# design 1

Design 1, sizing map:
Scale: 2 px per um.
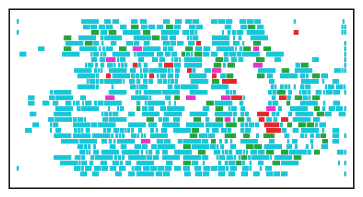

===== src/rtl/hist_update_master_pkg.sv =====
// Shared types and helpers for the histogram read-modify-write initiator.
package hist_pkg;

    typedef enum logic [2:0] {
        IDLE,
        RD_REQ,
        RD_WAIT,
        WR_REQ,
        CLR_WR
    } hist_state_e;

    localparam int          WORD_BYTES = 4;
    localparam logic [31:0] BIN_MAX    = 32'hFFFF_FFFF;

    // Bins stick at all-ones instead of wrapping back to zero.
    function automatic logic [31:0] sat_inc(input logic [31:0] v);
        return (v == BIN_MAX) ? v : v + 32'd1;
    endfunction

endpackage


===== src/rtl/hist_update_master_if.sv =====
// Avalon-MM initiator bus between the histogram updater and the word-addressed RAM slave.
interface hist_update_master_if;
   logic [31:0] m_address;
   logic        m_read;
   logic        m_write;
   logic [31:0] m_writedata;
   logic [3:0]  m_byteenable;
   logic        m_waitrequest;
   logic [31:0] m_readdata;
   logic        m_readdatavalid;

   modport master (
      output m_address, m_read, m_write, m_writedata, m_byteenable,
      input  m_waitrequest, m_readdata, m_readdatavalid
   );

   modport slave (
      input  m_address, m_read, m_write, m_writedata, m_byteenable,
      output m_waitrequest, m_readdata, m_readdatavalid
   );
endinterface


===== src/rtl/hist_update_master.sv =====
// Histogram bin incrementer: read, saturating +1, write back; one transaction in flight.
// Also runs a full zero sweep on clear_req once any in-flight increment has retired.
module hist_update_master #(
   parameter int          BIN_W     = 12,
   parameter logic [31:0] BASE_ADDR = 32'h0
) (
   input  logic                clk,
   input  logic                rst_n,
   input  logic                bin_valid,
   input  logic [BIN_W-1:0]    bin_idx,
   output logic                bin_ready,
   input  logic                clear_req,
   output logic                clear_done,
   hist_update_master_if.master bus,
   output logic                busy,
   output logic [31:0]         upd_count,
   output logic                sat_flag
);
   import hist_pkg::*;

   hist_state_e      state_q, state_d;
   logic [BIN_W-1:0] bin_q;
   logic [BIN_W-1:0] clr_idx_q;
   logic [31:0]      rd_q;
   logic             clear_pend_q;
   logic             clear_done_q;
   logic             alive_q;
   logic [31:0]      upd_count_q;
   logic             sat_q;

   logic             bin_take;
   logic             rd_load;
   logic             inc_done;
   logic             clr_step;
   logic             clr_last;

   function automatic logic [31:0] word_addr(input logic [BIN_W-1:0] idx);
      return BASE_ADDR + (32'(idx) * 32'(WORD_BYTES));
   endfunction

   // alive_q keeps bin_ready low while reset is held and for the release edge.
   assign bin_ready    = alive_q && (state_q == IDLE) && !clear_pend_q && !clear_req;
   assign busy         = (state_q != IDLE) || clear_pend_q;
   assign clear_done   = clear_done_q;
   assign upd_count    = upd_count_q;
   assign sat_flag     = sat_q;
   assign bus.m_byteenable = 4'hF;

   always_comb begin
      state_d         = state_q;
      bus.m_read      = 1'b0;
      bus.m_write     = 1'b0;
      bus.m_address   = 32'h0;
      bus.m_writedata = 32'h0;
      bin_take        = 1'b0;
      rd_load         = 1'b0;
      inc_done        = 1'b0;
      clr_step        = 1'b0;
      clr_last        = 1'b0;
      case (state_q)
         IDLE: begin
            if (clear_pend_q) begin
               state_d = CLR_WR;
            end else if (bin_valid && bin_ready) begin
               bin_take = 1'b1;
               state_d  = RD_REQ;
            end
         end
         RD_REQ: begin
            bus.m_read    = 1'b1;
            bus.m_address = word_addr(bin_q);
            if (!bus.m_waitrequest) begin
               if (bus.m_readdatavalid) begin
                  rd_load = 1'b1;
                  state_d = WR_REQ;
               end else begin
                  state_d = RD_WAIT;
               end
            end
         end
         RD_WAIT: begin
            if (bus.m_readdatavalid) begin
               rd_load = 1'b1;
               state_d = WR_REQ;
            end
         end
         WR_REQ: begin
            bus.m_write     = 1'b1;
            bus.m_address   = word_addr(bin_q);
            bus.m_writedata = sat_inc(rd_q);
            if (!bus.m_waitrequest) begin
               inc_done = 1'b1;
               state_d  = IDLE;
            end
         end
         CLR_WR: begin
            bus.m_write   = 1'b1;
            bus.m_address = word_addr(clr_idx_q);
            if (!bus.m_waitrequest) begin
               clr_step = 1'b1;
               if (clr_idx_q == '1) begin
                  clr_last = 1'b1;
                  state_d  = IDLE;
               end
            end
         end
         default: state_d = IDLE;
      endcase
   end

   always_ff @(posedge clk or negedge rst_n) begin
      if (!rst_n) begin
         state_q      <= IDLE;
         bin_q        <= '0;
         clr_idx_q    <= '0;
         rd_q         <= 32'h0;
         clear_pend_q <= 1'b0;
         clear_done_q <= 1'b0;
         alive_q      <= 1'b0;
         upd_count_q  <= 32'h0;
         sat_q        <= 1'b0;
      end else begin
         state_q      <= state_d;
         alive_q      <= 1'b1;
         clear_done_q <= clr_last;
         if (bin_take) bin_q <= bin_idx;
         if (rd_load)  rd_q  <= bus.m_readdata;
         if (inc_done) begin
            upd_count_q <= upd_count_q + 32'd1;
            if (rd_q == BIN_MAX) sat_q <= 1'b1;
         end
         // A clear_req arriving mid-sweep is dropped rather than restarting the sweep.
         if (clr_last) begin
            clear_pend_q <= 1'b0;
         end else if (clear_req && (state_q != CLR_WR)) begin
            clear_pend_q <= 1'b1;
         end
         if (state_q == IDLE && clear_pend_q) begin
            clr_idx_q <= '0;
         end else if (clr_step) begin
            clr_idx_q <= clr_idx_q + 1'b1;
         end
      end
   end

endmodule


===== src/flat_wrapper.sv =====
// flat-port wrapper written by rule: the top's interface ports become plain ports
module hist_update_master_flat import hist_pkg::*;
#(
   parameter int          BIN_W     = 12,
   parameter logic [31:0] BASE_ADDR = 32'h0
)
  (clk, rst_n, bin_valid, bin_idx, bin_ready, clear_req, clear_done, busy, upd_count, sat_flag, bus_m_address, bus_m_read, bus_m_write, bus_m_writedata, bus_m_byteenable, bus_m_waitrequest, bus_m_readdata, bus_m_readdatavalid);
  hist_update_master_if bus_i ();
  input  logic clk;
  input  logic rst_n;
  input  logic bin_valid;
  input  logic [BIN_W-1:0] bin_idx;
  output logic bin_ready;
  input  logic clear_req;
  output logic clear_done;
  output logic busy;
  output logic [31:0] upd_count;
  output logic sat_flag;
  output wire logic [$bits(bus_i.m_address)-1:0] bus_m_address;
  output wire logic [$bits(bus_i.m_read)-1:0] bus_m_read;
  output wire logic [$bits(bus_i.m_write)-1:0] bus_m_write;
  output wire logic [$bits(bus_i.m_writedata)-1:0] bus_m_writedata;
  output wire logic [$bits(bus_i.m_byteenable)-1:0] bus_m_byteenable;
  input wire logic [$bits(bus_i.m_waitrequest)-1:0] bus_m_waitrequest;
  input wire logic [$bits(bus_i.m_readdata)-1:0] bus_m_readdata;
  input wire logic [$bits(bus_i.m_readdatavalid)-1:0] bus_m_readdatavalid;
  assign bus_m_address = bus_i.m_address;
  assign bus_m_read = bus_i.m_read;
  assign bus_m_write = bus_i.m_write;
  assign bus_m_writedata = bus_i.m_writedata;
  assign bus_m_byteenable = bus_i.m_byteenable;
  assign bus_i.m_waitrequest = bus_m_waitrequest;
  assign bus_i.m_readdata = bus_m_readdata;
  assign bus_i.m_readdatavalid = bus_m_readdatavalid;
  hist_update_master #(.BIN_W(BIN_W), .BASE_ADDR(BASE_ADDR)) u_core (.clk(clk), .rst_n(rst_n), .bin_valid(bin_valid), .bin_idx(bin_idx), .bin_ready(bin_ready), .clear_req(clear_req), .clear_done(clear_done), .bus(bus_i), .busy(busy), .upd_count(upd_count), .sat_flag(sat_flag));
endmodule

===== config.mk =====
export PLATFORM = sky130hd
export DESIGN_NAME = hist_update_master_flat
export DESIGN_NICKNAME = d
export VERILOG_FILES = /design/src/rtl/hist_update_master_pkg.sv /design/src/rtl/hist_update_master_if.sv /design/src/rtl/hist_update_master.sv /design/src/flat_wrapper.sv
export SDC_FILE = /design/constraint.sdc
export NUM_CORES = 1
export LEC_CHECK = 0
export CAP_MARGIN = 20
export CORE_ASPECT_RATIO = 0.5
export CORE_MARGIN = 3
export CORE_UTILIZATION = 40
export CTS_BUF_LIST = sky130_fd_sc_hd__clkbuf_4 sky130_fd_sc_hd__clkbuf_8
export CTS_CLUSTER_DIAMETER = 40
export DETAILED_ROUTE_END_ITERATION = 16
export PLACE_DENSITY = 0.77
export SLEW_MARGIN = 20
export SYNTH_ARGS = -nofsm -noshare
export SYNTH_HDL_FRONTEND = slang
export SYNTH_SLANG_ARGS = --single-unit

===== constraint.sdc =====
create_clock -name clk -period 5.7 [get_ports clk]
set_input_delay 0.855 -clock clk [delete_from_list [all_inputs] [get_ports clk]]
set_output_delay 0.855 -clock clk [all_outputs]
set_load 0.005 [all_outputs]

# design 2

$ cat config.mk
export PLATFORM = sky130hd
export DESIGN_NAME = input_debounce3
export DESIGN_NICKNAME = d
export VERILOG_FILES = /design/src/rtl/input_debounce3.sv
export SDC_FILE = /design/constraint.sdc
export NUM_CORES = 1
export LEC_CHECK = 0
export ABC_AREA = 0
export CORE_UTILIZATION = 30
export DETAILED_ROUTE_END_ITERATION = 16
export GPL_TIMING_DRIVEN = 0
export HOLD_SLACK_MARGIN = 0.06
export SLEW_MARGIN = 20
export SYNTH_ARGS = -nofsm -noshare
export SYNTH_HDL_FRONTEND = slang
export SYNTH_SLANG_ARGS = --single-unit
$ cat constraint.sdc
create_clock -name clk -period 2.2 [get_ports clk]
set_clock_uncertainty 0.1 [all_clocks]
set_input_delay 0.44 -clock clk [delete_from_list [all_inputs] [get_ports clk]]
set_output_delay 0.44 -clock clk [all_outputs]
set_load 0.02 [all_outputs]
$ cat src/rtl/input_debounce3.sv
// Three-channel switch debouncer: each raw input is synchronized, then must
// differ from its debounced level for DEBOUNCE_CYCLES consecutive samples to toggle it.
module input_debounce3 #(
    parameter int DEBOUNCE_CYCLES = 4,
    parameter int CNT_W           = 16
) (
    input  logic       clk,
    input  logic       rst_n,
    input  logic       a,
    input  logic       b,
    input  logic       c,
    output logic [2:0] db,
    output logic [2:0] rise,
    output logic [2:0] fall
);

    localparam logic [CNT_W-1:0] CNT_MAX = CNT_W'(DEBOUNCE_CYCLES - 1);

    logic [2:0]       raw;
    logic [2:0]       s1;
    logic [2:0]       s2;
    logic [2:0]       differ;
    logic [2:0]       expire;
    logic [2:0]       db_next;
    logic [CNT_W-1:0] cnt      [3];
    logic [CNT_W-1:0] cnt_next [3];

    assign raw = {c, b, a};

    always_ff @(posedge clk or negedge rst_n) begin
        if (!rst_n) begin
            s1 <= '0;
            s2 <= '0;
        end else begin
            s1 <= raw;
            s2 <= s1;
        end
    end

    // Any sample that agrees with the debounced level discards the partial count.
    always_comb begin
        differ   = '0;
        expire   = '0;
        cnt_next = '{default: '0};
        for (int i = 0; i < 3; i++) begin
            differ[i] = s2[i] ^ db[i];
            expire[i] = differ[i] && (cnt[i] == CNT_MAX);
            if (differ[i] && !expire[i]) begin
                cnt_next[i] = cnt[i] + CNT_W'(1);
            end
        end
        db_next = db ^ expire;
    end

    always_ff @(posedge clk or negedge rst_n) begin
        if (!rst_n) begin
            for (int i = 0; i < 3; i++) begin
                cnt[i] <= '0;
            end
            db   <= '0;
            rise <= '0;
            fall <= '0;
        end else begin
            for (int i = 0; i < 3; i++) begin
                cnt[i] <= cnt_next[i];
            end
            db   <= db_next;
            rise <= expire & s2;
            fall <= expire & ~s2;
        end
    end

endmodule

Design 1, M3 wires:
Scale: 3 px per um. Cells faint in the background.
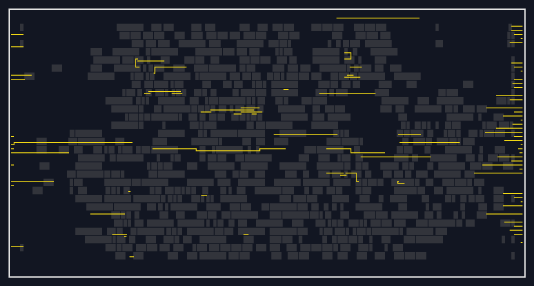
- main direction: horizontal
- share of all routed wire: 4.4%
- wire length on this layer: 592 um
- nets with wire on the layer: 80

Notes on 'sizing map' of design 1 above:
- _0 and _1 cells: cyan (cells 563)
- _6 and larger: magenta (cells 11)
- _2 cells: green (cells 65)
- _3 and _4 cells: red (cells 16)

==> summary.txt, design 1 <==
run metrics: outcome=finished, final reports clean, post-synthesis cell count=about 530, clock power share=between 20% and 30%, ANT nets after route=0, Pre-Repair DR Iteration Count=5, n_taps=170, final wirelength=~14,000 um, switch share=between 30% and 40%, non-clock buffer count=between 100 and 150, Overflow after GRT=0, Fill cells=about 1.2k, clock-cell share of area=2.49%, post-route setup slack=approximately 1.5 ns, crit path cell chain=nor2b_1 > nand2_2 > nor2_1 > a41o_1 > clkdlybuf4s50_1, total CTS buffers=9, Final GP Congestion=0.844
[design 1: how the worst max path moves through the flow]
stage / startpoint / endpoint / slack (ns) / depth (start not counted)
3_3_place_gp: u_core.state_q[0] / bus_m_writedata[26] / 1.77 / 5
4_1_cts: u_core.state_q[0] / bus_m_writedata[26] / 1.10 / 5
3_5_place_dp: u_core.state_q[0] / bus_m_writedata[26] / 1.51 / 5
6_report: u_core.state_q[0] / bus_m_writedata[26] / 1.52 / 5
2_1_floorplan: u_core.rd_q[19] / bus_m_writedata[13] / 3.08 / 6
5_1_grt: u_core.state_q[0] / bus_m_writedata[25] / 1.25 / 5
Design 2, the clock network:
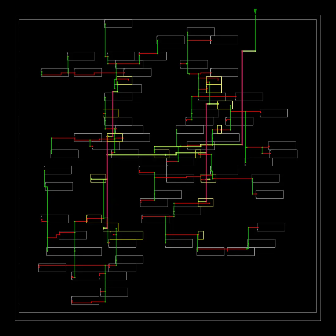
Power Clock: 1040 uW
CLK BUF: 13
Worst-Skew Late Latency: 0.33 ns

Design 2, placed cells, one colour a class:
Scale: 4 px per um.
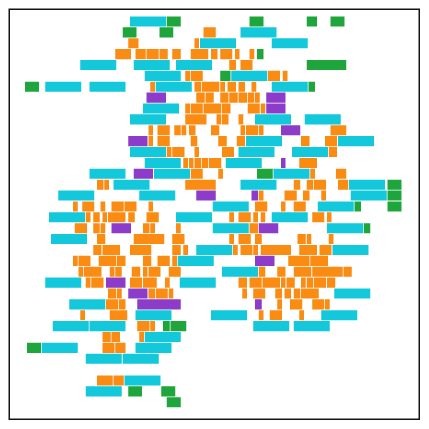
- combinational and other logic: orange (cells 201)
- sequential cells: cyan (cells 63)
- remaining buffers and delay cells: green (cells 23)
- clock drivers and dummy loads: purple (cells 16)

==> summary.txt, design 2 <==
run metrics: invs w/o clock=7, outcome=finished, final reports clean, Pre-Place Util=a little under a third, CP Buf/Inv Count=1, final design utilization=between 30% and 40%, Rows=36, Area growth syn-to-layout=18.0%, Adder Area Share=1.25%, pre-CTS setup slack=between 0.3 and 0.4 ns, first-pass GRT wire length=9240 um, Synth area leader=dfrtp_1, final wirelength=approximately 5000 um, DIE WIDTH=around 100 um, Largest register FFs=~48, layout cells sized above 1=16.5%, Root Driver=clkbuf_8, Commonest Layout Cell=dfrtp_1, placed inst area=0.00333 mm^2, cts hold-fix bufs=1
design 2: layer usage:
layer	vias to the layer above	share of wire [%]	track usage (%)
li1	992	-	-
met1	970	50	15.0
met2	16	46	17.7
met3	12	2.0	2.46
met4	0	2.1	5.93
met5	-	0	0
design 2: cells in the mapped netlist, drive strengths merged:
cell / instances
nor3: 16
nand3: 13
and4: 2
buf: 8
and3: 3
inv: 7
ha: 3
xor2: 13
nand4: 19
nor4: 17
dfrtp: 63
xnor2: 32
nor3b: 6
nor4b: 3
nor2: 50
nand2: 14
mux2: 3


==> layout pictures side by side <==
Wiring heat map.
(a)
Scale: 4 px per um. 20 x 20 tiles, from dark purple (low) to yellow (high), scaled to the fullest tile. Values are wire area over tile area, all layers added.
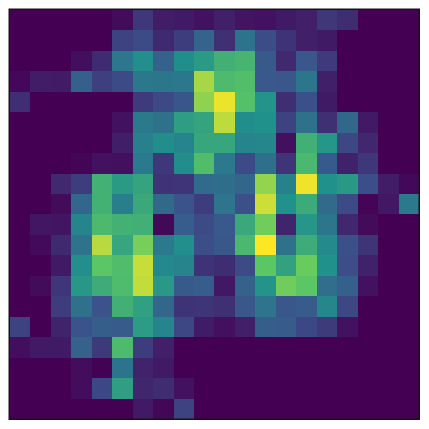
(b)
Scale: 3 px per um. 34 x 18 tiles, from dark purple (low) to yellow (high), scaled to the fullest tile. Values are wire area over tile area, all layers added.
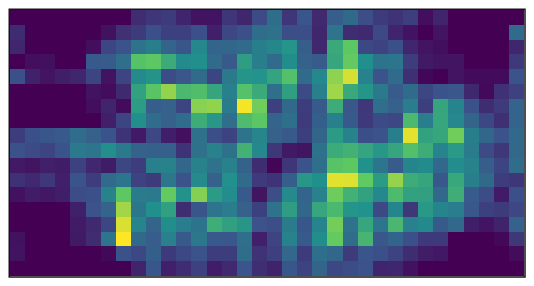
(a) is design 2.
(b) is design 1.
Of these, largest die: (b)

Power figures rest on the tool's default switching activity, not on a simulated workload.
